# block 1

block_1/final_congestion.png
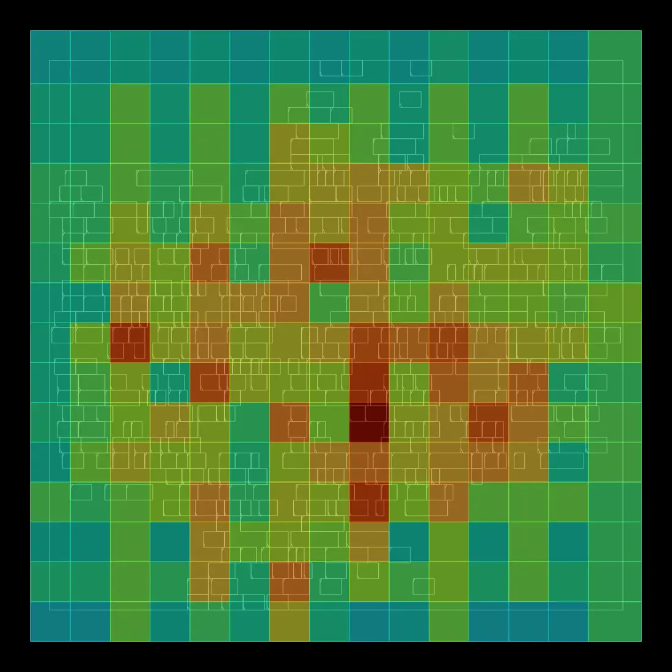
block_1/pdn.png
Scale bar: 20 µm. Pins as bars on the die edge.
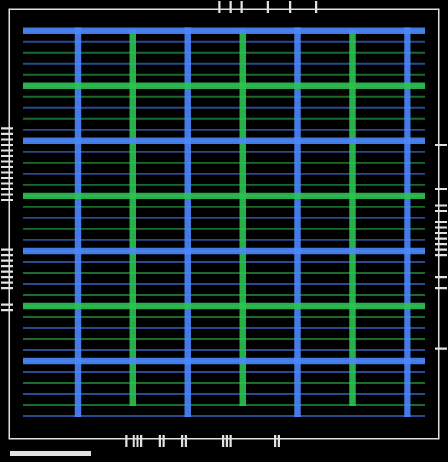
block_1/cell_classes.png
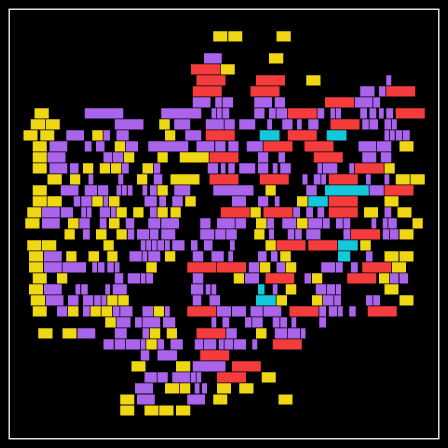
<file path="config.mk">
export PLATFORM = sky130hd
export DESIGN_NAME = fixed_bias_add_stream
export DESIGN_NICKNAME = d
export VERILOG_FILES = /design/src/rtl/fixed_bias_add_pkg.sv /design/src/rtl/stream_skid_buffer.sv /design/src/rtl/fixed_bias_add_stream.sv
export SDC_FILE = /design/constraint.sdc
export NUM_CORES = 1
export LEC_CHECK = 0
export CORE_MARGIN = 3
export CORE_UTILIZATION = 28
export CTS_BUF_LIST = sky130_fd_sc_hd__clkbuf_4 sky130_fd_sc_hd__clkbuf_8
export CTS_CLUSTER_DIAMETER = 200
export CTS_CLUSTER_SIZE = 16
export DETAILED_ROUTE_END_ITERATION = 7
export SLEW_MARGIN = 40
export SYNTH_ARGS = -nofsm -noshare
export SYNTH_HDL_FRONTEND = slang
export SYNTH_SLANG_ARGS = --single-unit
</file>
<file path="constraint.sdc">
create_clock -name clk -period 2.8 [get_ports clk]
set_input_delay 0.42 -clock clk [delete_from_list [all_inputs] [get_ports clk]]
set_output_delay 0.42 -clock clk [all_outputs]
set_load 0.05 [all_outputs]
</file>
<file path="src/rtl/fixed_bias_add_pkg.sv">
// Shared fixed-point helpers for the bias-add stream stage: fraction alignment,
// round-half-up with saturation, and width derivation for the common format.
package fixed_bias_add_pkg;

    // Working width for lane arithmetic inside the helpers.
    localparam int LANE_W = 64;

    function automatic int common_frac(input int frac_a, input int frac_b);
        return (frac_a > frac_b) ? frac_a : frac_b;
    endfunction

    // Integer bits of the wider operand, the common fraction, plus one carry bit.
    function automatic int sum_width(input int int_a, input int int_b, input int frac);
        return ((int_a > int_b) ? int_a : int_b) + frac + 1;
    endfunction

    function automatic logic signed [LANE_W-1:0] frac_align(
        input logic signed [LANE_W-1:0] v,
        input int                       shift
    );
        return v <<< shift;
    endfunction

    function automatic logic signed [LANE_W-1:0] round_sat(
        input logic signed [LANE_W-1:0] v,
        input int                       frac_in,
        input int                       frac_out,
        input int                       out_w
    );
        logic signed [LANE_W-1:0] r;
        logic signed [LANE_W-1:0] hi;
        logic signed [LANE_W-1:0] lo;
        if (frac_out < frac_in)
            r = (v + (64'sd1 <<< (frac_in - frac_out - 1))) >>> (frac_in - frac_out);
        else
            r = v <<< (frac_out - frac_in);
        hi = (64'sd1 <<< (out_w - 1)) - 64'sd1;
        lo = -hi - 64'sd1;
        if (r > hi)
            r = hi;
        else if (r < lo)
            r = lo;
        return r;
    endfunction

endpackage

</file>
<file path="src/rtl/stream_skid_buffer.sv">
// Two-entry valid/ready register slice: full throughput under backpressure,
// input ready never depends combinationally on out_ready.
module stream_skid_buffer #(
    parameter int WIDTH = 17
) (
    input  logic             clk,
    input  logic             rst,
    input  logic [WIDTH-1:0] in_data,
    input  logic             in_valid,
    output logic             in_ready,
    output logic [WIDTH-1:0] out_data,
    output logic             out_valid,
    input  logic             out_ready
);

    logic [WIDTH-1:0] main_data_p1;
    logic             vld_p1;
    logic [WIDTH-1:0] skid_data_p1;
    logic             skid_vld_p1;
    logic             accept;
    logic             main_free;

    assign in_ready  = !skid_vld_p1;
    assign accept    = in_valid && in_ready;
    assign main_free = !vld_p1 || out_ready;

    // Stage p1: main feeds the output, skid catches the beat that arrives while main stalls.
    always_ff @(posedge clk) begin
        if (rst) begin
            vld_p1       <= 1'b0;
            skid_vld_p1  <= 1'b0;
            main_data_p1 <= '0;
            skid_data_p1 <= '0;
        end else if (main_free) begin
            if (skid_vld_p1) begin
                main_data_p1 <= skid_data_p1;
                vld_p1       <= 1'b1;
                skid_vld_p1  <= 1'b0;
            end else if (accept) begin
                main_data_p1 <= in_data;
                vld_p1       <= 1'b1;
            end else begin
                vld_p1       <= 1'b0;
            end
        end else if (accept) begin
            skid_data_p1 <= in_data;
            skid_vld_p1  <= 1'b1;
        end
    end

    assign out_data  = main_data_p1;
    assign out_valid = vld_p1;

endmodule

</file>
<file path="src/rtl/fixed_bias_add_stream.sv">
// Joins an activation stream with a bias stream, adds lane-wise in fixed point,
// rounds/saturates to the output format and tags the last beat of each row.
module fixed_bias_add_stream
    import fixed_bias_add_pkg::*;
#(
    parameter int DATA_IN_PRECISION_0  = 16,
    parameter int DATA_IN_PRECISION_1  = 3,
    parameter int BIAS_PRECISION_0     = 16,
    parameter int BIAS_PRECISION_1     = 3,
    parameter int DATA_OUT_PRECISION_0 = 16,
    parameter int DATA_OUT_PRECISION_1 = 3,
    parameter int TENSOR_SIZE_DIM_0    = 32,
    parameter int PARALLELISM_DIM_0    = 1,
    parameter int PARALLELISM_DIM_1    = 1,
    parameter int OUT_DEPTH            = TENSOR_SIZE_DIM_0 / PARALLELISM_DIM_0,
    localparam int N                   = PARALLELISM_DIM_0 * PARALLELISM_DIM_1
) (
    input  logic                                  clk,
    input  logic                                  rst,
    input  logic [N-1:0][DATA_IN_PRECISION_0-1:0]  data_in,
    input  logic                                  data_in_valid,
    output logic                                  data_in_ready,
    input  logic [N-1:0][BIAS_PRECISION_0-1:0]     bias,
    input  logic                                  bias_valid,
    output logic                                  bias_ready,
    output logic [N-1:0][DATA_OUT_PRECISION_0-1:0] data_out,
    output logic                                  data_out_valid,
    input  logic                                  data_out_ready,
    output logic                                  data_out_last
);

    localparam int F         = common_frac(DATA_IN_PRECISION_1, BIAS_PRECISION_1);
    localparam int SUM_W     = sum_width(DATA_IN_PRECISION_0 - DATA_IN_PRECISION_1,
                                         BIAS_PRECISION_0 - BIAS_PRECISION_1, F);
    localparam int PAYLOAD_W = N * DATA_OUT_PRECISION_0 + 1;
    localparam int CNT_W     = (OUT_DEPTH > 1) ? $clog2(OUT_DEPTH) : 1;

    logic                                  can_accept;
    logic                                  vld_p0;
    logic                                  accept_p0;
    logic                                  last_p0;
    logic [N-1:0][DATA_OUT_PRECISION_0-1:0] res_p0;
    logic [PAYLOAD_W-1:0]                  payload_p1;
    logic [CNT_W-1:0]                      beat_cnt;

    assign vld_p0        = data_in_valid && bias_valid;
    assign data_in_ready = can_accept && bias_valid;
    assign bias_ready    = can_accept && data_in_valid;
    assign accept_p0     = vld_p0 && can_accept;

    // Stage p0: align fractions, add, then round and saturate into the output format.
    for (genvar i = 0; i < N; i++) begin : g_lane
        logic signed [SUM_W-1:0] sum_p0;
        assign sum_p0 = SUM_W'(
            frac_align(LANE_W'($signed(data_in[i])), F - DATA_IN_PRECISION_1) +
            frac_align(LANE_W'($signed(bias[i])),    F - BIAS_PRECISION_1));
        assign res_p0[i] = DATA_OUT_PRECISION_0'(
            round_sat(LANE_W'(sum_p0), F, DATA_OUT_PRECISION_1, DATA_OUT_PRECISION_0));
    end

    assign last_p0 = (beat_cnt == CNT_W'(OUT_DEPTH - 1));

    always_ff @(posedge clk) begin
        if (rst)
            beat_cnt <= '0;
        else if (accept_p0)
            beat_cnt <= last_p0 ? '0 : beat_cnt + CNT_W'(1);
    end

    // Stage p1: result and its row tag travel together through the skid buffer.
    stream_skid_buffer #(
        .WIDTH(PAYLOAD_W)
    ) u_skid (
        .clk      (clk),
        .rst      (rst),
        .in_data  ({last_p0, res_p0}),
        .in_valid (vld_p0),
        .in_ready (can_accept),
        .out_data (payload_p1),
        .out_valid(data_out_valid),
        .out_ready(data_out_ready)
    );

    assign {data_out_last, data_out} = payload_p1;

endmodule
</file>
==> flow_metrics.py <==
# Generated from Yosys and OpenROAD reports
metrics = {
    "clock_network": {
        "path_clk_slew_ns": 0.08,
        "post-cts-setup-buffers": 1,
    },
    "final_layout": {
        "area_growth_pct": 48.11,
        "final_nets": 496,
    },
    "synth": {
        "logic_family": "AND-OR/OR-AND gates",
        "synthArstFlopShare": 0,
        "top_cell_area_share": 0.2944,
        "ys_seq_frac": 0.2944,
    },
    "route": {
        "wirelength_um": 7828,
        "viasPerCell": 4.993,
    },
    "critical_path": {
        "path_delay_family": "adder cells",
        "worstPathArrival_ns": 2.93,
        "crit_buf_inv": 3,
    },
    "power_and_ir_drop": {
        "power_leader": "combinational logic",
        "powerSeq_mw": 0.636,
    },
    "timing": {
        "finalSetupTns_ns": 0,
        "tightest_slew_ns": 0.5448,
        "finClkSkew_ns": 0.01339,
        "setup_viol": 0,
    },
    "outcome": {
        "outcome": "finished clean",
    },
    "grt": {
        "grt_pass1_vias": 2785,
    },
}
## Picture notes: block_1/final_congestion.png
gr usage total: 0.1367
GR Util met1: 0.1683
grt met2 use: 0.2427

## Picture notes: block_1/pdn.png
[VDD] green
[VSS] blue
met4 straps: 7
rows: 35
met1 rails: 36
die height: 105.8 µm
Max IR drop VDD: 0.0002296 V
Horiz. Die Dim: 105.8 µm

## Picture notes: block_1/cell_classes.png
[flops] red | cells: 41 | share of their area: 21%
[all other logic] purple | cells: 272 | share of their area: 50%
[other buffers and delay cells] yellow | cells: 120 | share of their area: 27%
[clock drivers and dummy loads] cyan | cells: 8 | share of their area: 2.8%

[worst min-delay path: cells and delay by family, from the launching register on]
kind	cells	cell delay [ns]
AND/OR/NAND/NOR	1	0.09
flip-flops	1	0.31
AND-OR/OR-AND	1	0.04
[state kept, by name, indices dropped and copies added (netlist names)]
name and cells:
beat_cnt 5, u_skid.out_valid 1, u_skid.skid_data_p1 17, u_skid.out_data 17
u_skid.skid_vld_p1 1
[per-layer routing]
layer / vias to the layer above / track usage
met5: - / 0
met4: 0 / 0.03978
met3: 4 / 0.02388
met2: 72 / 0.2427
met1: 1310 / 0.1683
li1: 1460 / -

# block 2

block_2/density.png
Scale bar: 20 µm. The die is cut into 9 by 9 equal tiles; black is low, pale yellow is high, 0 to 100% covered.
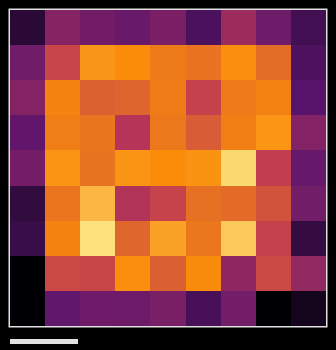
block_2/cell_classes.png
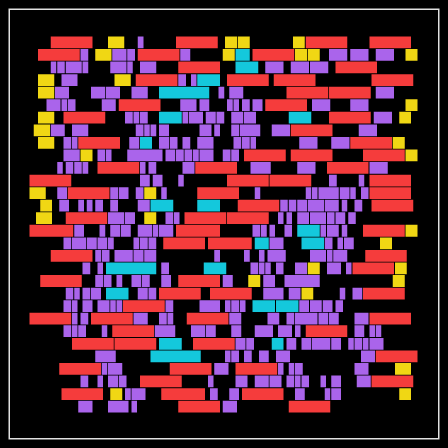
block_2/port_nets.png
Scale bar: 20 µm.
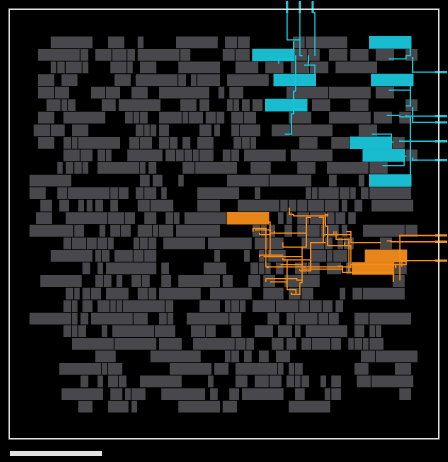
[config.mk]
export PLATFORM = sky130hd
export DESIGN_NAME = uart_driver
export DESIGN_NICKNAME = d
export VERILOG_FILES = /design/src/rtl/uart_driver.sv
export SDC_FILE = /design/constraint.sdc
export NUM_CORES = 1
export LEC_CHECK = 0
export ABC_CLOCK_PERIOD_IN_PS = 2850
export CAP_MARGIN = 0
export CORE_MARGIN = 4
export CORE_UTILIZATION = 53
export DETAILED_ROUTE_END_ITERATION = 8
export PLACE_DENSITY_LB_ADDON = 0.05
export SLEW_MARGIN = 10
export SYNTH_ARGS = -nofsm -noshare
export SYNTH_HDL_FRONTEND = slang
export SYNTH_SLANG_ARGS = --single-unit
[constraint.sdc]
create_clock -name clock -period 2.85 [get_ports clock]
set_input_delay 0.285 -clock clock [delete_from_list [all_inputs] [get_ports clock]]
set_output_delay 0.285 -clock clock [all_outputs]
set_load 0.1 [all_outputs]
[src/rtl/uart_driver.sv]
// Full-duplex UART with a valid/ready byte interface, a stretched user reset and a forwarded user clock.
// Baud timing comes from per-direction bit counters of DIV = P_SYSTEM_CLK / P_UART_BUADRATE clocks.
module uart_driver #(
    parameter int P_SYSTEM_CLK      = 50000000,
    parameter int P_UART_BUADRATE   = 9600,
    parameter int P_UART_DATA_WIDTH = 8,
    parameter int P_UART_STOP_WIDTH = 1,
    parameter int P_UART_CHECK      = 0,
    parameter int P_RST_CYCLE       = 10
) (
    input  logic                         clock,
    input  logic                         reset,
    input  logic                         i_uart_rx,
    output logic                         o_uart_tx,
    input  logic [P_UART_DATA_WIDTH-1:0] i_user_tx_data,
    input  logic                         i_user_tx_valid,
    output logic                         o_user_tx_ready,
    output logic [P_UART_DATA_WIDTH-1:0] o_user_rx_data,
    output logic                         o_user_rx_valid,
    output logic                         o_user_clk,
    output logic                         o_user_rst,
    output logic [2:0]                   o_tx_state_dbg,
    output logic [2:0]                   o_rx_state_dbg
);

    localparam int W     = P_UART_DATA_WIDTH;
    localparam int DIV   = P_SYSTEM_CLK / P_UART_BUADRATE;
    localparam int CNT_W = $clog2(DIV);
    localparam int RST_W = $clog2(P_RST_CYCLE + 1);

    localparam logic [CNT_W-1:0] BIT_END   = CNT_W'(DIV - 1);
    localparam logic [CNT_W-1:0] HALF_END  = CNT_W'(DIV / 2 - 1);
    localparam logic [3:0]       DATA_LAST = 4'(W - 1);
    localparam logic [3:0]       STOP_LAST = 4'(P_UART_STOP_WIDTH - 1);
    localparam logic [RST_W-1:0] RST_LAST  = RST_W'(P_RST_CYCLE - 1);

    typedef enum logic [2:0] {
        ST_IDLE   = 3'd0,
        ST_START  = 3'd1,
        ST_DATA   = 3'd2,
        ST_PARITY = 3'd3,
        ST_STOP   = 3'd4
    } uart_state_e;

    // ---------------- user reset stretcher ----------------
    logic [RST_W-1:0] rst_cnt_q, rst_cnt_d;
    logic             user_rst_q, user_rst_d;

    always_comb begin
        rst_cnt_d  = rst_cnt_q;
        user_rst_d = user_rst_q;
        if (user_rst_q) begin
            if (rst_cnt_q == RST_LAST) user_rst_d = 1'b0;
            else                       rst_cnt_d  = rst_cnt_q + 1'b1;
        end
    end

    always_ff @(posedge clock or negedge reset) begin
        if (!reset) begin
            rst_cnt_q  <= '0;
            user_rst_q <= 1'b1;
        end else begin
            rst_cnt_q  <= rst_cnt_d;
            user_rst_q <= user_rst_d;
        end
    end

    // ---------------- transmitter ----------------
    // Handshake: a byte transfers on any rising edge where i_user_tx_valid and o_user_tx_ready
    // are both high; ready is a pure function of state, so valid never combinationally feeds it.
    uart_state_e      tx_state_q, tx_state_d;
    logic [CNT_W-1:0] tx_cnt_q, tx_cnt_d;
    logic [3:0]       tx_idx_q, tx_idx_d;
    logic [W-1:0]     tx_shift_q, tx_shift_d;
    logic             tx_par_q, tx_par_d;
    logic             tx_line;
    logic             tx_ready;
    logic             tx_tick;

    assign tx_ready = (tx_state_q == ST_IDLE) && !user_rst_q;
    assign tx_tick  = (tx_cnt_q == BIT_END);

    always_comb begin
        tx_state_d = tx_state_q;
        tx_cnt_d   = tx_cnt_q;
        tx_idx_d   = tx_idx_q;
        tx_shift_d = tx_shift_q;
        tx_par_d   = tx_par_q;
        tx_line    = 1'b1;
        if (tx_state_q != ST_IDLE) tx_cnt_d = tx_tick ? '0 : tx_cnt_q + 1'b1;
        case (tx_state_q)
            ST_IDLE: begin
                if (i_user_tx_valid && tx_ready) begin
                    tx_shift_d = i_user_tx_data;
                    tx_par_d   = (P_UART_CHECK == 1) ? ~(^i_user_tx_data) : ^i_user_tx_data;
                    tx_cnt_d   = '0;
                    tx_state_d = ST_START;
                end
            end
            ST_START: begin
                tx_line = 1'b0;
                if (tx_tick) begin
                    tx_idx_d   = '0;
                    tx_state_d = ST_DATA;
                end
            end
            ST_DATA: begin
                tx_line = tx_shift_q[0];
                if (tx_tick) begin
                    tx_shift_d = tx_shift_q >> 1;
                    if (tx_idx_q == DATA_LAST) begin
                        tx_idx_d   = '0;
                        tx_state_d = (P_UART_CHECK != 0) ? ST_PARITY : ST_STOP;
                    end else begin
                        tx_idx_d = tx_idx_q + 1'b1;
                    end
                end
            end
            ST_PARITY: begin
                tx_line = tx_par_q;
                if (tx_tick) tx_state_d = ST_STOP;
            end
            ST_STOP: begin
                if (tx_tick) begin
                    if (tx_idx_q == STOP_LAST) tx_state_d = ST_IDLE;
                    else                       tx_idx_d   = tx_idx_q + 1'b1;
                end
            end
            default: tx_state_d = ST_IDLE;
        endcase
    end

    always_ff @(posedge clock or negedge reset) begin
        if (!reset) begin
            tx_state_q <= ST_IDLE;
            tx_cnt_q   <= '0;
            tx_idx_q   <= '0;
            tx_shift_q <= '0;
            tx_par_q   <= 1'b0;
        end else begin
            tx_state_q <= tx_state_d;
            tx_cnt_q   <= tx_cnt_d;
            tx_idx_q   <= tx_idx_d;
            tx_shift_q <= tx_shift_d;
            tx_par_q   <= tx_par_d;
        end
    end

    // ---------------- receiver ----------------
    uart_state_e      rx_state_q, rx_state_d;
    logic [CNT_W-1:0] rx_cnt_q, rx_cnt_d;
    logic [3:0]       rx_idx_q, rx_idx_d;
    logic [W-1:0]     rx_shift_q, rx_shift_d;
    logic             rx_par_q, rx_par_d;
    logic [W-1:0]     rx_data_q, rx_data_d;
    logic             rx_valid_q, rx_valid_d;
    logic             rx_meta_q, rx_sync_q, rx_prev_q;
    logic             rx_tick, rx_half, rx_par_ok;

    assign rx_tick = (rx_cnt_q == BIT_END);
    assign rx_half = (rx_cnt_q == HALF_END);

    always_comb begin
        case (P_UART_CHECK)
            1:       rx_par_ok = ^{rx_shift_q, rx_par_q};
            2:       rx_par_ok = ~(^{rx_shift_q, rx_par_q});
            default: rx_par_ok = 1'b1;
        endcase
    end

    // Counter restarts at every sample point so all later samples land one DIV apart from the start-bit centre.
    always_comb begin
        rx_state_d = rx_state_q;
        rx_cnt_d   = rx_cnt_q;
        rx_idx_d   = rx_idx_q;
        rx_shift_d = rx_shift_q;
        rx_par_d   = rx_par_q;
        rx_data_d  = rx_data_q;
        rx_valid_d = 1'b0;
        case (rx_state_q)
            ST_IDLE: begin
                if (!user_rst_q && rx_prev_q && !rx_sync_q) begin
                    rx_cnt_d   = '0;
                    rx_state_d = ST_START;
                end
            end
            ST_START: begin
                if (rx_half) begin
                    rx_cnt_d   = '0;
                    rx_idx_d   = '0;
                    rx_state_d = rx_sync_q ? ST_IDLE : ST_DATA;
                end else begin
                    rx_cnt_d = rx_cnt_q + 1'b1;
                end
            end
            ST_DATA: begin
                rx_cnt_d = rx_tick ? '0 : rx_cnt_q + 1'b1;
                if (rx_tick) begin
                    rx_shift_d = {rx_sync_q, rx_shift_q[W-1:1]};
                    if (rx_idx_q == DATA_LAST) rx_state_d = (P_UART_CHECK != 0) ? ST_PARITY : ST_STOP;
                    else                       rx_idx_d   = rx_idx_q + 1'b1;
                end
            end
            ST_PARITY: begin
                rx_cnt_d = rx_tick ? '0 : rx_cnt_q + 1'b1;
                if (rx_tick) begin
                    rx_par_d   = rx_sync_q;
                    rx_state_d = ST_STOP;
                end
            end
            ST_STOP: begin
                rx_cnt_d = rx_tick ? '0 : rx_cnt_q + 1'b1;
                if (rx_tick) begin
                    rx_state_d = ST_IDLE;
                    if (rx_sync_q && rx_par_ok) begin
                        rx_data_d  = rx_shift_q;
                        rx_valid_d = 1'b1;
                    end
                end
            end
            default: rx_state_d = ST_IDLE;
        endcase
    end

    always_ff @(posedge clock or negedge reset) begin
        if (!reset) begin
            rx_meta_q  <= 1'b1;
            rx_sync_q  <= 1'b1;
            rx_prev_q  <= 1'b1;
            rx_state_q <= ST_IDLE;
            rx_cnt_q   <= '0;
            rx_idx_q   <= '0;
            rx_shift_q <= '0;
            rx_par_q   <= 1'b0;
            rx_data_q  <= '0;
            rx_valid_q <= 1'b0;
        end else begin
            rx_meta_q  <= i_uart_rx;
            rx_sync_q  <= rx_meta_q;
            rx_prev_q  <= rx_sync_q;
            rx_state_q <= rx_state_d;
            rx_cnt_q   <= rx_cnt_d;
            rx_idx_q   <= rx_idx_d;
            rx_shift_q <= rx_shift_d;
            rx_par_q   <= rx_par_d;
            rx_data_q  <= rx_data_d;
            rx_valid_q <= rx_valid_d;
        end
    end

    assign o_uart_tx       = tx_line;
    assign o_user_tx_ready = tx_ready;
    assign o_user_rx_data  = rx_data_q;
    assign o_user_rx_valid = rx_valid_q;
    assign o_user_clk      = clock;
    assign o_user_rst      = user_rst_q;
    assign o_tx_state_dbg  = tx_state_q;
    assign o_rx_state_dbg  = rx_state_q;

endmodule

==> flow_metrics.py <==
# Generated from Yosys and OpenROAD reports
metrics = {
    "synth": {
        "synth_cell_types": 54,
        "syn_avg_cell_area_um2": 10.06,
        "area_leaders": "dfrtp_1 (46%), mux2_2 (5.0%), o21ai_0 (4.1%), nand2_1 (3.4%), nor2_1 (3.1%)",
        "logic_family": "simple AND/OR/NAND/NOR gates",
        "synth-adder-area-share": 0.02304,
        "synth_warnings": 0,
        "syn_area_um2": 3801,
        "xor_share": 0.03456,
        "syn_nets": 397,
        "synthArstFlopShare": 1.000,
        "synth.most_common_cell": "dfrtp_1",
    },
    "route": {
        "wirelength_um": 7370,
        "routed.top_layer": "met4",
        "ant_nets": 0,
        "wl_met1_um": 3544,
        "vias": 2907,
    },
    "grt": {
        "met3_usage": 0.05199,
        "grt_pass1_vias": 2719,
        "met2_usage": 0.2767,
        "groute.usage.overall": 0.1858,
    },
    "final_layout": {
        "comb_area_um2": 1821,
        "inverters": 16,
        "final_nets": 436,
        "nonClkBufAreaFrac": 0.06524,
        "largest_class": "sequential cells",
    },
    "clock_network": {
        "clk_latency_ns": 0.45,
    },
    "timing": {
        "timing.hold.ws_ns": 0.2394,
        "setup_viol": 0,
        "finalSetupTns_ns": 0,
    },
    "power_and_ir_drop": {
        "p_comb_frac": 0.079,
        "intPower_mw": 1.923,
        "power_density_nw_per_um2": 596.9,
    },
    "critical_path": {
        "r2r-end": "tx_shift_q[2]",
        "worst-setup-path-type": "clock port to primary output",
        "r2r_start": "tx_cnt_q[8]",
    },
    "outcome": {
        "outcome": "finished clean",
    },
    "die": {
        "fp_util": 0.5534,
    },
}
About block_2/density.png:
fullest tile: 93%
nearly empty tiles: 3.7%
tiles over 75% full: 16%
mean over tiles: 50%
densest ninth of the die: center

About block_2/cell_classes.png:
[flops] red | cells: 74 | share of their area: 43%
[all other logic] purple | cells: 293 | share of their area: 43%
[other buffers and delay cells] yellow | cells: 35 | share of their area: 6.7%
[clock drivers and dummy loads] cyan | cells: 20 | share of their area: 7.0%
flop share of the area: 0.4173
Final Util: 0.6477

About block_2/port_nets.png:
[o_rx_state_dbg] orange | bits: 3 | direction: output | end cells: 3 | buffers: 3 | wire: 276 µm
[o_user_rx_data] cyan | bits: 8 | direction: output | end cells: 8 | buffers: 8 | wire: 154 µm
IO Pins: 31
input/output buffers: 30

## worst max path at each step
| stage | start | to | slack [ns] | depth (start not counted) |
|---|---|---|---|---|
| after floorplan | o_tx_state_dbg[0] | o_uart_tx | 0.32 | 4 |
| after global placement | clock | o_user_clk | 0.20 | 1 |
| after detailed placement | clock | o_user_clk | 0.20 | 1 |
| after CTS | clock | o_user_clk | 0.33 | 3 |
| after global routing | tx_cnt_q[8] | tx_shift_q[2] | 0.30 | 5 |
| final | clock | o_user_clk | 0.33 | 3 |

# block 3

block_3/cell_classes.png
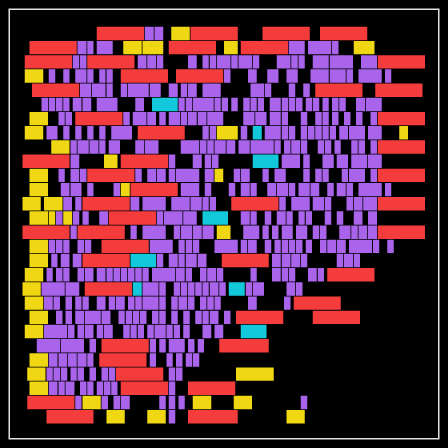
block_3/port_nets.png
Scale bar: 20 µm.
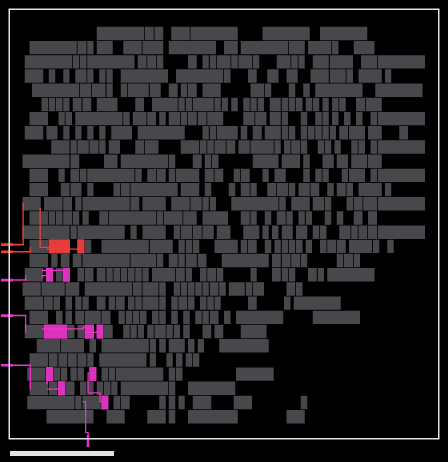
## src/rtl/hex_count_sequencer.sv

```systemverilog
`default_nettype none
// ============================================================================
// Module      : hex_count_sequencer
// Description : Sequencer for a 4-bit up/down hex counter. Runs up, down,
//               ping-pong or wrap sequences between latched bounds Lo..Hi.
//               An internal prescaler paces one step every TICK_DIV clocks.
//               The counter value is read back to decide turnarounds and
//               termination.
// Revision    : 1.0 - initial release
// ----------------------------------------------------------------------------
// Ports
//   Clk         in   1  system clock, rising edge
//   Reset       in   1  asynchronous active-high reset
//   Start       in   1  start a new sequence (IDLE/DONE) or resume (HOLD)
//   Stop        in   1  pause a running sequence; wins over Start
//   Mode        in   2  00 up, 01 down, 10 ping-pong, 11 wrap-up
//   Lo, Hi      in   4  sequence bounds, latched at Start
//   Count_value in   4  counter output fed back
//   Load        out  1  counter parallel-load strobe
//   Count_in    out  4  counter parallel-load value
//   Count_en    out  1  counter enable, one pulse per step
//   Up          out  1  counter direction (1 = up)
//   Busy        out  1  sequence in LOAD, RUN or HOLD
//   Done        out  1  single sweep finished
//   Err         out  1  last Start had Lo > Hi
// ============================================================================
module hex_count_sequencer #(
    parameter int TICK_DIV = 4,
    parameter int DIV_W    = 24
) (
    input  logic       Clk,
    input  logic       Reset,
    input  logic       Start,
    input  logic       Stop,
    input  logic [1:0] Mode,
    input  logic [3:0] Lo,
    input  logic [3:0] Hi,
    input  logic [3:0] Count_value,
    output logic       Load,
    output logic [3:0] Count_in,
    output logic       Count_en,
    output logic       Up,
    output logic       Busy,
    output logic       Done,
    output logic       Err
);

    typedef enum logic [2:0] {
        ST_IDLE = 3'd0,
        ST_LOAD = 3'd1,
        ST_RUN  = 3'd2,
        ST_HOLD = 3'd3,
        ST_DONE = 3'd4
    } state_t;

    localparam logic [DIV_W-1:0] c_TICK_LAST = DIV_W'(TICK_DIV - 1);
    localparam logic [DIV_W-1:0] c_ONE       = DIV_W'(1);

    state_t           state_q, state_d;
    logic [DIV_W-1:0] presc_q, presc_d;
    logic             dir_q, dir_d;       // ping-pong direction, 1 = up
    logic [1:0]       mode_q, mode_d;
    logic [3:0]       lo_q, lo_d;
    logic [3:0]       hi_q, hi_d;
    logic             load_q, load_d;
    logic [3:0]       count_in_q, count_in_d;
    logic             count_en_q, count_en_d;
    logic             up_q, up_d;
    logic             busy_q, busy_d;
    logic             done_q, done_d;
    logic             err_q, err_d;
    logic             w_tick;

    assign w_tick = (presc_q == c_TICK_LAST);

    always_comb begin
        state_d    = state_q;
        presc_d    = presc_q;
        dir_d      = dir_q;
        mode_d     = mode_q;
        lo_d       = lo_q;
        hi_d       = hi_q;
        load_d     = 1'b0;
        count_in_d = count_in_q;
        count_en_d = 1'b0;
        up_d       = up_q;
        err_d      = err_q;

        case (state_q)
            ST_IDLE, ST_DONE: begin
                if (Start && !Stop) begin
                    mode_d = Mode;
                    lo_d   = Lo;
                    hi_d   = Hi;
                    if (Lo > Hi) begin
                        err_d   = 1'b1;
                        state_d = ST_IDLE;
                    end else begin
                        // Outputs are registered, so the load strobe is set
                        // on entry and is visible for the whole LOAD cycle.
                        err_d      = 1'b0;
                        state_d    = ST_LOAD;
                        load_d     = 1'b1;
                        count_in_d = (Mode == 2'b01) ? Hi : Lo;
                        up_d       = (Mode != 2'b01);
                        dir_d      = (Mode != 2'b01);
                        presc_d    = '0;
                    end
                end
            end

            ST_LOAD: begin
                state_d = ST_RUN;
                presc_d = '0;
            end

            ST_RUN: begin
                if (Stop) begin
                    // Prescaler frozen: resume finishes the interrupted interval.
                    state_d = ST_HOLD;
                end else begin
                    presc_d = w_tick ? '0 : presc_q + c_ONE;
                    if (w_tick) begin
                        case (mode_q)
                            2'b00: begin
                                if (Count_value == hi_q) begin
                                    state_d = ST_DONE;
                                end else begin
                                    count_en_d = 1'b1;
                                    up_d       = 1'b1;
                                end
                            end
                            2'b01: begin
                                if (Count_value == lo_q) begin
                                    state_d = ST_DONE;
                                end else begin
                                    count_en_d = 1'b1;
                                    up_d       = 1'b0;
                                end
                            end
                            2'b10: begin
                                // Turnaround also steps; a one-value range never moves.
                                if (dir_q) begin
                                    if (Count_value == hi_q) begin
                                        if (lo_q != hi_q) begin
                                            dir_d      = 1'b0;
                                            count_en_d = 1'b1;
                                            up_d       = 1'b0;
                                        end
                                    end else begin
                                        count_en_d = 1'b1;
                                        up_d       = 1'b1;
                                    end
                                end else begin
                                    if (Count_value == lo_q) begin
                                        if (lo_q != hi_q) begin
                                            dir_d      = 1'b1;
                                            count_en_d = 1'b1;
                                            up_d       = 1'b1;
                                        end
                                    end else begin
                                        count_en_d = 1'b1;
                                        up_d       = 1'b0;
                                    end
                                end
                            end
                            default: begin
                                // Wrap uses a reload rather than a count step.
                                if (Count_value == hi_q) begin
                                    load_d     = 1'b1;
                                    count_in_d = lo_q;
                                end else begin
                                    count_en_d = 1'b1;
                                    up_d       = 1'b1;
                                end
                            end
                        endcase
                    end
                end
            end

            ST_HOLD: begin
                if (Start && !Stop) begin
                    state_d = ST_RUN;
                end
            end

            default: begin
                state_d = ST_IDLE;
            end
        endcase

        busy_d = (state_d == ST_LOAD) || (state_d == ST_RUN) || (state_d == ST_HOLD);
        done_d = (state_d == ST_DONE);
    end

    always_ff @(posedge Clk or posedge Reset) begin
        if (Reset) begin
            state_q    <= ST_IDLE;
            presc_q    <= '0;
            dir_q      <= 1'b1;
            mode_q     <= 2'b00;
            lo_q       <= 4'h0;
            hi_q       <= 4'h0;
            load_q     <= 1'b0;
            count_in_q <= 4'h0;
            count_en_q <= 1'b0;
            up_q       <= 1'b1;
            busy_q     <= 1'b0;
            done_q     <= 1'b0;
            err_q      <= 1'b0;
        end else begin
            state_q    <= state_d;
            presc_q    <= presc_d;
            dir_q      <= dir_d;
            mode_q     <= mode_d;
            lo_q       <= lo_d;
            hi_q       <= hi_d;
            load_q     <= load_d;
            count_in_q <= count_in_d;
            count_en_q <= count_en_d;
            up_q       <= up_d;
            busy_q     <= busy_d;
            done_q     <= done_d;
            err_q      <= err_d;
        end
    end

    assign Load     = load_q;
    assign Count_in = count_in_q;
    assign Count_en = count_en_q;
    assign Up       = up_q;
    assign Busy     = busy_q;
    assign Done     = done_q;
    assign Err      = err_q;

endmodule
`default_nettype wire

```

## config.mk

```make
export PLATFORM = sky130hd
export DESIGN_NAME = hex_count_sequencer
export DESIGN_NICKNAME = d
export VERILOG_FILES = /design/src/rtl/hex_count_sequencer.sv
export SDC_FILE = /design/constraint.sdc
export NUM_CORES = 1
export LEC_CHECK = 0
export ABC_AREA = 1
export CAP_MARGIN = 20
export CORE_MARGIN = 2
export CORE_UTILIZATION = 56
export DETAILED_ROUTE_END_ITERATION = 8
export GPL_TIMING_DRIVEN = 0
export PLACE_DENSITY = 0.89
export SETUP_SLACK_MARGIN = 0.02
export SYNTH_ARGS = -nofsm -noshare
export SYNTH_HDL_FRONTEND = slang
export SYNTH_SLANG_ARGS = --single-unit
```

## constraint.sdc

```tcl
create_clock -name Clk -period 2.8 [get_ports Clk]
set_clock_uncertainty 0.1 [all_clocks]
set_input_delay 0.56 -clock Clk [delete_from_list [all_inputs] [get_ports Clk]]
set_output_delay 0.56 -clock Clk [all_outputs]
set_load 0.01 [all_outputs]
```

==> flow_metrics.py <==
# Generated from Yosys and OpenROAD reports
metrics = {
    "synth": {
        "xor_share": 0.03855,
        "synth_warnings": 0,
        "ff_type": "dfrtp_1",
        "area_leaders": "dfrtp_1 (34%), nand2_1 (16%), inv_1 (6.2%), nor2_1 (5.3%), o21ai_0 (5.1%)",
        "synth.most_common_cell": "nand2_1",
        "synth-adder-area-share": 0.03304,
        "yosys_area_um2": 3408,
    },
    "final_layout": {
        "comb_area_um2": 1884,
        "largest_class": "combinational gates",
        "final_cell_mix": "nand2_1 (145), inv_1 (55), nor2_1 (48)",
        "final_nets": 547,
        "fin_area_um2": 3880,
        "nonClkBufAreaFrac": 0.09545,
        "flop_area_um2": 1204,
        "drive_gt1_frac": 0.1305,
        "nNonClkBuffers": 39,
        "seq_cells": 48,
        "seq_share": 0.3102,
        "largest_reg_flops": 24,
    },
    "power_and_ir_drop": {
        "peakVddDrop_v": 0.0006190,
        "p_comb_frac": 0.488,
        "pwr-share-clk": 0.150,
        "leakage_nw": 1.803,
    },
    "die": {
        "die_area_um2": 6726,
        "die_x_um": 82.02,
    },
    "grt": {
        "grt_pass1_vias": 3136,
    },
    "critical_path": {
        "path_delay_family": "simple AND/OR/NAND/NOR gates",
        "required_ns": 2.91,
        "worst-setup-path-type": "input port to flip-flop",
        "crit_buf_inv": 4,
        "slowest_stage": "clkdlybuf4s50_1",
    },
    "route": {
        "avgRoutedWirePerCell_um": 13.77,
        "vias": 3271,
    },
    "clock_network": {
        "cts_tree": "done",
        "clk_path_buf_depth": 2,
        "post-cts-setup-buffers": 0,
        "path_clk_slew_ns": 0.10,
    },
    "timing": {
        "rsz0062_at_grt": "false",
        "tightest_slew_ns": 0.4264,
        "hold_violations": 0,
    },
    "min_path": {
        "holdCritPathClass": "flip-flop to flip-flop",
    },
    "placement": {
        "dp.cells": 588,
        "pre_cts_ws_ns": 0.1164,
    },
    "outcome": {
        "outcome": "finished clean",
    },
}
About block_3/cell_classes.png:
[flops] red | cells: 48 | share of their area: 32%
[other buffers and delay cells] yellow | cells: 39 | share of their area: 9.8%
[all other logic] purple | cells: 426 | share of their area: 56%
[clock drivers and dummy loads] cyan | cells: 8 | share of their area: 2.3%
Final Util: 0.6592
total core area: 5886 µm²

About block_3/port_nets.png:
[Mode] red | bits: 2 | direction: input | end cells: 4 | buffers: 2 | wire: 33.8 µm
[Hi] magenta | bits: 4 | direction: input | end cells: 9 | buffers: 4 | wire: 57.5 µm
input/output buffers: 27
IO Pins: 28

path summary, 6_finish.rpt:
check                            from           to  slack, ns  cells after the start
max                             Hi[3]   presc_q[5]       0.45                     14
min                                Up           Up       0.38                      2
max reg2reg                presc_q[0]  presc_q[16]       0.86                      8
min reg2reg                        Up           Up       0.38                      2
max in group asynchronous       Reset  Count_in[3]       1.64                      3
min in group asynchronous       Reset  presc_q[19]       0.46                      2
per-layer routing:
layer / GRT usage / routed length (µm)
met2: 0.4715 / 4172
met1: 0.3218 / 3512
met5: 0 / 0
met4: 0.08833 / 172
met3: 0.04286 / 347

# block 4

$ cat config.mk
export PLATFORM = sky130hd
export DESIGN_NAME = ms_slave_accumulator
export DESIGN_NICKNAME = d
export VERILOG_FILES = /design/src/rtl/ms_slave_accumulator_pkg.sv /design/src/rtl/ms_slave_accumulator_sat_add.sv /design/src/rtl/ms_slave_accumulator.sv
export SDC_FILE = /design/constraint.sdc
export NUM_CORES = 1
export LEC_CHECK = 0
export ABC_CLOCK_PERIOD_IN_PS = 9640
export CORE_MARGIN = 2
export CORE_UTILIZATION = 30
export CTS_CLUSTER_SIZE = 20
export DETAILED_ROUTE_END_ITERATION = 8
export SYNTH_ARGS = -nofsm -noshare
export SYNTH_HDL_FRONTEND = slang
export SYNTH_SLANG_ARGS = --single-unit
export TNS_END_PERCENT = 10
$ cat constraint.sdc
create_clock -name clk -period 9.64 [get_ports clk]
set_clock_uncertainty 0.1 [all_clocks]
set_input_delay 1.928 -clock clk [delete_from_list [all_inputs] [get_ports clk]]
set_output_delay 1.928 -clock clk [all_outputs]
set_load 0.01 [all_outputs]
$ cat src/rtl/ms_slave_accumulator_pkg.sv
// Shared types for the master-slave accumulator: section encoding and
// saturation limits at the default sample width.
package ms_slave_accumulator_types;

  typedef enum logic [1:0] {
    SECTION_IDLE   = 2'd0,
    SECTION_SAMPLE = 2'd1,
    SECTION_SEND   = 2'd2
  } section_t;

  localparam int DATA_W_DEFAULT = 32;

  localparam logic [DATA_W_DEFAULT-1:0] SAT_MAX = {1'b0, {(DATA_W_DEFAULT-1){1'b1}}};
  localparam logic [DATA_W_DEFAULT-1:0] SAT_MIN = {1'b1, {(DATA_W_DEFAULT-1){1'b0}}};

endpackage

$ cat src/rtl/ms_slave_accumulator_sat_add.sv
// Combinational two's-complement saturating adder; clamp flags a result
// that was pinned to the most positive or most negative value.
module sat_add #(
  parameter int DATA_W = 32
) (
  input  logic [DATA_W-1:0] a,
  input  logic [DATA_W-1:0] b,
  output logic [DATA_W-1:0] sum,
  output logic              clamp
);

  logic [DATA_W:0] wide_sum;

  // One guard bit: overflow shows as the top two bits disagreeing.
  assign wide_sum = {a[DATA_W-1], a} + {b[DATA_W-1], b};
  assign clamp    = wide_sum[DATA_W] ^ wide_sum[DATA_W-1];

  always_comb begin
    sum = wide_sum[DATA_W-1:0];
    if (clamp) begin
      sum = wide_sum[DATA_W] ? {1'b1, {(DATA_W-1){1'b0}}}
                             : {1'b0, {(DATA_W-1){1'b1}}};
    end
  end

endmodule

$ cat src/rtl/ms_slave_accumulator.sv
// Slave-side consumer: sums NUM_SAMPLES master-slave samples with saturation
// and offers the result on a notify/sync port. MS_SLAVE_ACC_DROP_CNT_EN adds drop_cnt.
module ms_slave_accumulator
  import ms_slave_accumulator_types::*;
#(
  parameter int NUM_SAMPLES = 4,
  parameter int DATA_W      = 32
) (
  input  logic              clk,
  input  logic              rst,
  input  logic [DATA_W-1:0] s_in,
  output logic [DATA_W-1:0] b_out_sig,
  output logic              b_out_notify,
  input  logic              b_out_sync,
  output logic              sat_flag
`ifdef MS_SLAVE_ACC_DROP_CNT_EN
  ,
  output logic [15:0]       drop_cnt
`endif
);

  localparam int CNT_W = $clog2(NUM_SAMPLES + 1);
  localparam logic [CNT_W-1:0] LAST_CNT = CNT_W'(NUM_SAMPLES - 1);

  section_t          section_reg;
  logic [DATA_W-1:0] sum_reg;
  logic [CNT_W-1:0]  count_reg;
  logic              sat_seen_reg;
  logic [DATA_W-1:0] sum_next;
  logic              clamp_now;

  sat_add #(.DATA_W(DATA_W)) u_sat_add (
    .a     (sum_reg),
    .b     (s_in),
    .sum   (sum_next),
    .clamp (clamp_now)
  );

  always_ff @(posedge clk) begin
    if (rst) begin
      section_reg  <= SECTION_IDLE;
      sum_reg      <= '0;
      count_reg    <= '0;
      sat_seen_reg <= 1'b0;
      b_out_sig    <= '0;
      b_out_notify <= 1'b0;
      sat_flag     <= 1'b0;
    end else begin
      case (section_reg)
        SECTION_IDLE: section_reg <= SECTION_SAMPLE;
        SECTION_SAMPLE: begin
          if (count_reg == LAST_CNT) begin
            b_out_sig    <= sum_next;
            sat_flag     <= sat_seen_reg | clamp_now;
            b_out_notify <= 1'b1;
            section_reg  <= SECTION_SEND;
          end else begin
            sum_reg      <= sum_next;
            count_reg    <= count_reg + CNT_W'(1);
            sat_seen_reg <= sat_seen_reg | clamp_now;
          end
        end
        SECTION_SEND: begin
          // Samples seen here are dropped; the window restarts empty.
          if (b_out_sync) begin
            b_out_notify <= 1'b0;
            sum_reg      <= '0;
            count_reg    <= '0;
            sat_seen_reg <= 1'b0;
            section_reg  <= SECTION_SAMPLE;
          end
        end
        default: section_reg <= SECTION_IDLE;
      endcase
    end
  end

`ifdef MS_SLAVE_ACC_DROP_CNT_EN
  // Lifetime stall counter; only reset clears it.
  always_ff @(posedge clk) begin
    if (rst) begin
      drop_cnt <= '0;
    end else if (section_reg == SECTION_SEND && drop_cnt != 16'hFFFF) begin
      drop_cnt <= drop_cnt + 16'd1;
    end
  end
`else
  // No stall counter in this build.
`endif

endmodule

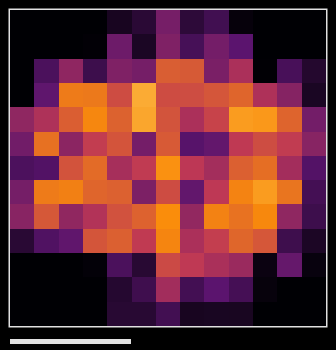
block_4/density.png
Scale bar: 50 µm. The die is cut into 13 by 13 equal tiles; black is low, pale yellow is high, 0 to 100% covered.
emptiest ninth of the die: south-west
nearly empty tiles: 21%
mean over tiles: 33%
tiles over 75% full: 4.1%
fullest tile: 82%
Final Util: 0.3761
Initial Util: 0.3051
total core area: 15770 µm²

==> flow_metrics.py <==
# Generated from Yosys and OpenROAD reports
metrics = {
    "route": {
        "wl_met3_um": 524,
        "drcViolationCount": 0,
        "viasPerCell": 5.173,
        "avgRoutedWirePerCell_um": 15.31,
    },
    "clock_network": {
        "cts_hold_buf": 0,
        "post_cts.resized_instances": 0,
        "h-tree-depth": 3,
        "cts_sinks": 72,
        "clk_latency_ns": 0.34,
    },
    "timing": {
        "fin_crit_sh": 0.5883,
        "fmax_mhz": 176.3,
    },
    "grt": {
        "groute.usage.overall": 0.1612,
        "grt_overflow_total": 0,
    },
    "final_layout": {
        "diodes": 0,
        "final_cell_mix": "nand2_1 (72), dfxtp_1 (72), clkdlybuf4s50_1 (67)",
        "fillerInstances": 1652,
    },
    "power_and_ir_drop": {
        "p_switching_mw": 0.6701,
        "powerSeq_mw": 0.378,
        "p_comb_frac": 0.543,
    },
    "critical_path": {
        "r2r_start": "sum_reg[20]",
        "worst-setup-path-type": "input port to flip-flop",
    },
    "synth": {
        "syn_avg_cell_area_um2": 8.060,
        "edf_count": 0,
        "synth-adder-area-share": 0.09672,
        "ff_type": "dfxtp_1",
        "logic_family": "AND-OR/OR-AND gates",
    },
    "placement": {
        "hpwl_um": 9951,
    },
    "min_path": {
        "hold_end": "sum_reg[8]",
    },
    "outcome": {
        "outcome": "finished clean",
    },
}
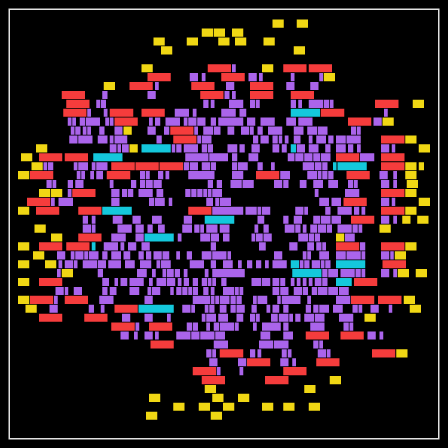
block_4/cell_classes.png
[flops] red | cells: 72 | share of their area: 25%
[other buffers and delay cells] yellow | cells: 72 | share of their area: 12%
[all other logic] purple | cells: 490 | share of their area: 57%
[clock drivers and dummy loads] cyan | cells: 15 | share of their area: 5.1%
flop share of the area: 0.2430
Rows: 46
design area: 5931 µm²

[area by class of cell]
| cell class | instances | area, µm² | area share |
|---|---|---|---|
| Tap cell | 216 | 270.3 | 0.04557 |
| Clock inverter | 3 | 42.54 | 0.007173 |
| Multi-Input combinational cell | 480 | 3187 | 0.5373 |
| Sequential cell | 72 | 1441 | 0.2430 |
| Inverter | 10 | 37.54 | 0.006329 |
| Timing Repair Buffer | 72 | 705.7 | 0.1190 |
| Clock buffer | 12 | 246.5 | 0.04156 |
[cell families after synthesis]
logic type,Yosys count
compound gates,221
simple gates,193
flops,72
buf+inv,45
fa+ha+maj,37
xor+xnor,26
mux,3

# block 5

### config.mk
export PLATFORM = sky130hd
export DESIGN_NAME = uart_frame_parser
export DESIGN_NICKNAME = d
export VERILOG_FILES = /design/src/rtl/uart_pkg.sv /design/src/rtl/uart_frame_buf.sv /design/src/rtl/uart_frame_parser.sv
export SDC_FILE = /design/constraint.sdc
export NUM_CORES = 1
export LEC_CHECK = 0
export CORE_ASPECT_RATIO = 1.2
export CORE_MARGIN = 2
export CORE_UTILIZATION = 63
export CTS_BUF_LIST = sky130_fd_sc_hd__clkbuf_8
export DETAILED_ROUTE_END_ITERATION = 12
export GPL_TIMING_DRIVEN = 0
export PLACE_DENSITY = 0.83
export REMOVE_ABC_BUFFERS = 1
export SLEW_MARGIN = 0
export SYNTH_ARGS = -nofsm -noshare
export SYNTH_HDL_FRONTEND = slang
export SYNTH_SLANG_ARGS = --single-unit
### constraint.sdc
create_clock -name sys_clk -period 2.7 [get_ports sys_clk]
set_input_delay 0.27 -clock sys_clk [delete_from_list [all_inputs] [get_ports sys_clk]]
set_output_delay 0.27 -clock sys_clk [all_outputs]
set_load 0.01 [all_outputs]
### src/rtl/uart_pkg.sv
// Shared constants and types for the UART command-frame path.
package uart_pkg;

  typedef enum logic [2:0] {
    ST_IDLE,
    ST_HDR2,
    ST_LEN,
    ST_PAYLOAD,
    ST_CHK,
    ST_HOLD
  } frame_state_t;

  localparam logic [7:0] HDR0 = 8'h55;
  localparam logic [7:0] HDR1 = 8'hAA;

  localparam int unsigned CLK_HZ   = 50_000_000;
  localparam int unsigned BAUD     = 115_200;
  localparam int unsigned BAUD_DIV = 434;

  // Ten byte times (10 bits each) at BAUD_DIV clocks per bit.
  localparam int unsigned TIMEOUT_CLKS_DEF = 43_400;

  function automatic logic len_ok(input logic [7:0] len, input int unsigned max_len);
    return (len != 8'd0) && (32'(len) <= max_len);
  endfunction

endpackage

### src/rtl/uart_frame_buf.sv
// Payload store: 2**AW x 8 register file, one synchronous write port, one asynchronous read port.
module uart_frame_buf #(
  parameter int unsigned AW = 4
) (
  input  logic          sys_clk,
  input  logic          we,
  input  logic [AW-1:0] wr_addr,
  input  logic [7:0]    wr_data,
  input  logic [AW-1:0] rd_addr,
  output logic [7:0]    rd_data
);

  logic [7:0] mem [2**AW];

  always_ff @(posedge sys_clk) begin
    if (we) mem[wr_addr] <= wr_data;
  end

  assign rd_data = mem[rd_addr];

endmodule

### src/rtl/uart_frame_parser.sv
// Parses 55 AA | LEN | payload | CHK frames from the UART byte receiver and
// holds a checksum-verified payload for the command decoder until acknowledged.
module uart_frame_parser
  import uart_pkg::*;
#(
  parameter int unsigned MAX_LEN      = 16,
  parameter int unsigned AW           = 4,
  parameter int unsigned TIMEOUT_CLKS = TIMEOUT_CLKS_DEF
) (
  input  logic          sys_clk,
  input  logic          rst_n,
  input  logic          rx_valid,
  input  logic [7:0]    rx_data,
  input  logic          frame_ack,
  input  logic [AW-1:0] rd_addr,
  output logic [7:0]    rd_data,
  output logic          frame_valid,
  output logic [AW:0]   frame_len,
  output logic          err_chk,
  output logic          err_len,
  output logic          err_timeout,
  output logic          err_overrun
);

  localparam logic [AW:0]  LEN_ONE = 1;
  localparam logic [15:0]  TO_LAST = 16'(TIMEOUT_CLKS - 1);

  frame_state_t state_q, state_d;

  logic          rx_valid_d;
  logic          byte_stb;
  logic [AW:0]   len_q;
  logic [7:0]    sum_q;
  logic [AW-1:0] idx_q;
  logic [15:0]   to_cnt;

  logic in_frame, timeout_hit, len_good, last_byte, chk_match;
  logic buf_we, load_frame;
  logic err_chk_d, err_len_d, err_timeout_d, err_overrun_d;

  always_comb begin
    byte_stb    = rx_valid & ~rx_valid_d;
    in_frame    = (state_q == ST_HDR2) || (state_q == ST_LEN) ||
                  (state_q == ST_PAYLOAD) || (state_q == ST_CHK);
    timeout_hit = in_frame && !byte_stb && (to_cnt == TO_LAST);
    len_good    = len_ok(rx_data, MAX_LEN);
    last_byte   = ({1'b0, idx_q} == (len_q - LEN_ONE));
    chk_match   = (rx_data == sum_q);
  end

  // State register
  always_ff @(posedge sys_clk or negedge rst_n) begin
    if (!rst_n) state_q <= ST_IDLE;
    else        state_q <= state_d;
  end

  // Next-state logic
  always_comb begin
    state_d = state_q;
    unique case (state_q)
      ST_IDLE:    if (byte_stb && rx_data == HDR0) state_d = ST_HDR2;
      ST_HDR2:    if (byte_stb) begin
                    if (rx_data == HDR1)      state_d = ST_LEN;
                    else if (rx_data != HDR0) state_d = ST_IDLE;
                  end
      ST_LEN:     if (byte_stb) state_d = len_good ? ST_PAYLOAD : ST_IDLE;
      ST_PAYLOAD: if (byte_stb && last_byte) state_d = ST_CHK;
      ST_CHK:     if (byte_stb) state_d = chk_match ? ST_HOLD : ST_IDLE;
      ST_HOLD:    if (frame_ack) state_d = ST_IDLE;
      default:    state_d = ST_IDLE;
    endcase
    if (timeout_hit) state_d = ST_IDLE;
  end

  // Output / datapath-control decode
  always_comb begin
    frame_valid   = (state_q == ST_HOLD);
    buf_we        = (state_q == ST_PAYLOAD) && byte_stb;
    load_frame    = (state_q == ST_CHK) && byte_stb && chk_match;
    err_chk_d     = (state_q == ST_CHK) && byte_stb && !chk_match;
    err_len_d     = (state_q == ST_LEN) && byte_stb && !len_good;
    err_overrun_d = (state_q == ST_HOLD) && byte_stb;
    err_timeout_d = timeout_hit;
  end

  always_ff @(posedge sys_clk or negedge rst_n) begin
    if (!rst_n) begin
      rx_valid_d  <= 1'b1;
      len_q       <= '0;
      sum_q       <= '0;
      idx_q       <= '0;
      to_cnt      <= '0;
      frame_len   <= '0;
      err_chk     <= 1'b0;
      err_len     <= 1'b0;
      err_timeout <= 1'b0;
      err_overrun <= 1'b0;
    end else begin
      rx_valid_d  <= rx_valid;
      err_chk     <= err_chk_d;
      err_len     <= err_len_d;
      err_timeout <= err_timeout_d;
      err_overrun <= err_overrun_d;

      if (byte_stb || !in_frame || timeout_hit) to_cnt <= '0;
      else                                      to_cnt <= to_cnt + 16'd1;

      if (state_q == ST_LEN && byte_stb && len_good) begin
        len_q <= rx_data[AW:0];
        sum_q <= rx_data;
        idx_q <= '0;
      end else if (buf_we) begin
        sum_q <= sum_q + rx_data;
        idx_q <= idx_q + AW'(1);
      end

      if (load_frame) frame_len <= len_q;
    end
  end

  uart_frame_buf #(.AW(AW)) u_buf (
    .sys_clk (sys_clk),
    .we      (buf_we),
    .wr_addr (idx_q),
    .wr_data (rx_data),
    .rd_addr (rd_addr),
    .rd_data (rd_data)
  );

endmodule

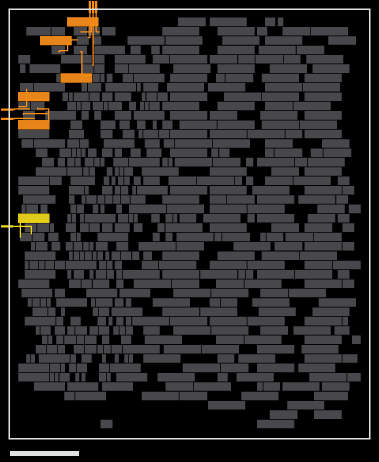
block_5/port_nets.png
Scale bar: 20 µm.
[frame_len] orange | bits: 5 | direction: output | end cells: 5 | buffers: 5 | wire: 97.3 µm
[err_chk] yellow | bits: 1 | direction: output | end cells: 1 | buffers: 1 | wire: 21.0 µm

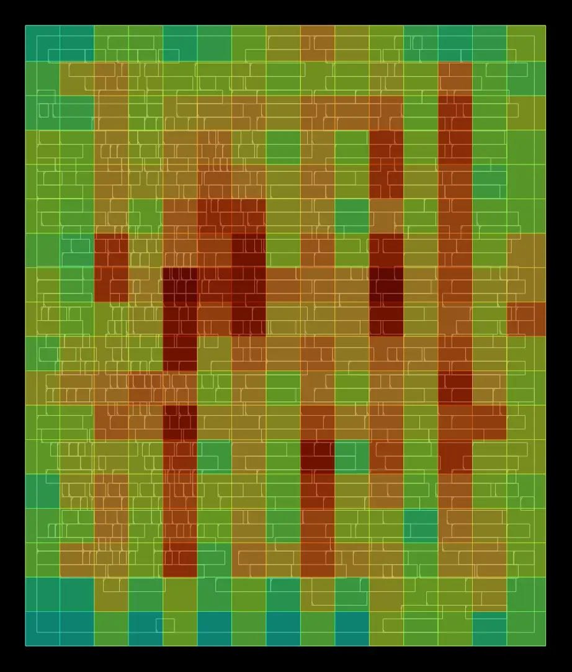
block_5/final_congestion.png
grt met2 use: 0.4302
most used routing layer: met2
GR Layer Usage met3: 0.04710
Final Util: 0.7090

==> flow_metrics.py <==
# Generated from Yosys and OpenROAD reports
metrics = {
    "outcome": {
        "outcome": "finished clean",
    },
    "critical_path": {
        "cp.depth": 3,
        "crit_buf_inv": 1,
        "cp-startpoint": "u_buf.mem[8][6]",
        "slowest_stage": "mux4_2",
        "critical-path-max-stage-delay_ns": 0.53,
    },
    "synth": {
        "simple_gate_area_frac": 0.1001,
        "aoi_share": 0.04137,
        "logic_family": "multiplexers",
        "yosys_area_um2": 7622,
        "xor_share": 0.02643,
        "synthArstFlopShare": 0.2644,
    },
    "final_layout": {
        "diodes": 0,
        "area_growth_pct": 11.13,
        "drive_gt1_frac": 0.1846,
    },
    "grt": {
        "grt_pass1_vias": 4334,
        "groute.usage.overall": 0.2501,
    },
    "route": {
        "wl_met3_um": 689,
        "vias": 4272,
        "dr.pass1.iters": 6,
        "viasPerCell": 6.273,
        "avgRoutedWirePerCell_um": 22.03,
        "drtIter0Drc": 238,
    },
    "timing": {
        "tightest_slew_ns": 0.9350,
    },
    "die": {
        "fp_util": 0.6380,
        "rows": 44,
    },
    "power_and_ir_drop": {
        "powerSeq_mw": 2.94,
        "swShare": 0.2417,
        "p_comb_frac": 0.080,
        "pwr-share-clk": 0.336,
    },
    "clock_network": {
        "cts_tree": "done",
        "path_clk_slew_ns": 0.09,
    },
}
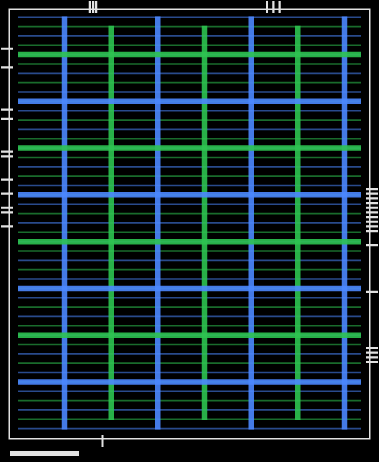
block_5/pdn.png
Scale bar: 20 µm. Pins as bars on the die edge.
[VSS] blue
[VDD] green
met1 rails: 45
rows: 44
met5 straps: 8
Max IR drop VDD: 0.0004156 V
Horiz. Die Dim: 104.4 µm
die height: 124.5 µm
total core area: 11950 µm²

## sequential cells by signal (all words and copies together), names as in the netlist
register	cells
frame_len	5
err_len	1
err_overrun	1
sum_q	8
idx_q	4
err_chk	1
rx_valid_d	1
u_buf.mem	128
state_q	3
len_q	5
to_cnt	16
err_timeout	1
## cell type report
type                    count  area (µm²)
inverters                  11       41.29
repair buffers             36       374.1
flip-flops and latches    174        4996
well taps                 161       201.4
clock inverters            15       136.4
clock buffers              17       234.0
multi-input cells         267        2487
fillers                   762        3476


==> layout pictures side by side <==
Cell density map.
image #1
Scale bar: 20 µm. The die is cut into 8 by 8 equal tiles; black is low, pale yellow is high, 0 to 100% covered.
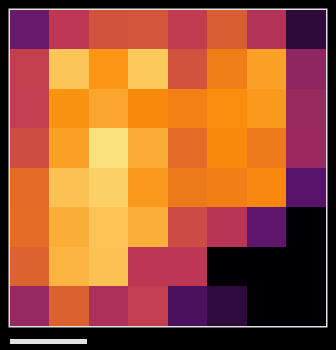
image #2
Scale bar: 20 µm. The die is cut into 11 by 11 equal tiles; black is low, pale yellow is high, 0 to 100% covered.
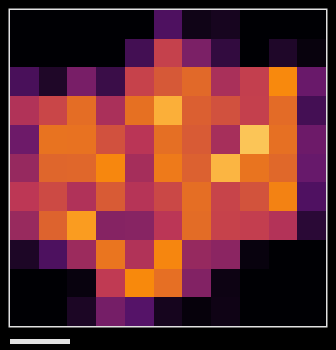
image #3
Scale bar: 20 µm. The die is cut into 10 by 12 equal tiles; black is low, pale yellow is high, 0 to 100% covered.
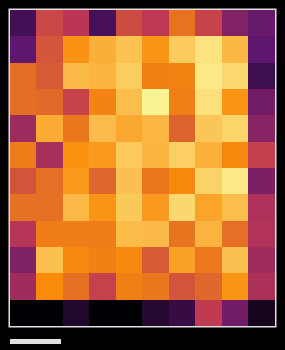
- lowest utilization: image #2
- largest die: image #3
block 1: image #2
block 5: image #3
block 3: image #1

Key to image #1:
tiles over 75% full: 30%
nearly empty tiles: 9.4%
emptiest ninth of the die: south-east
fullest tile: 94%
mean over tiles: 56%

No activity file was given, so power comes from the tool's default toggle rates.
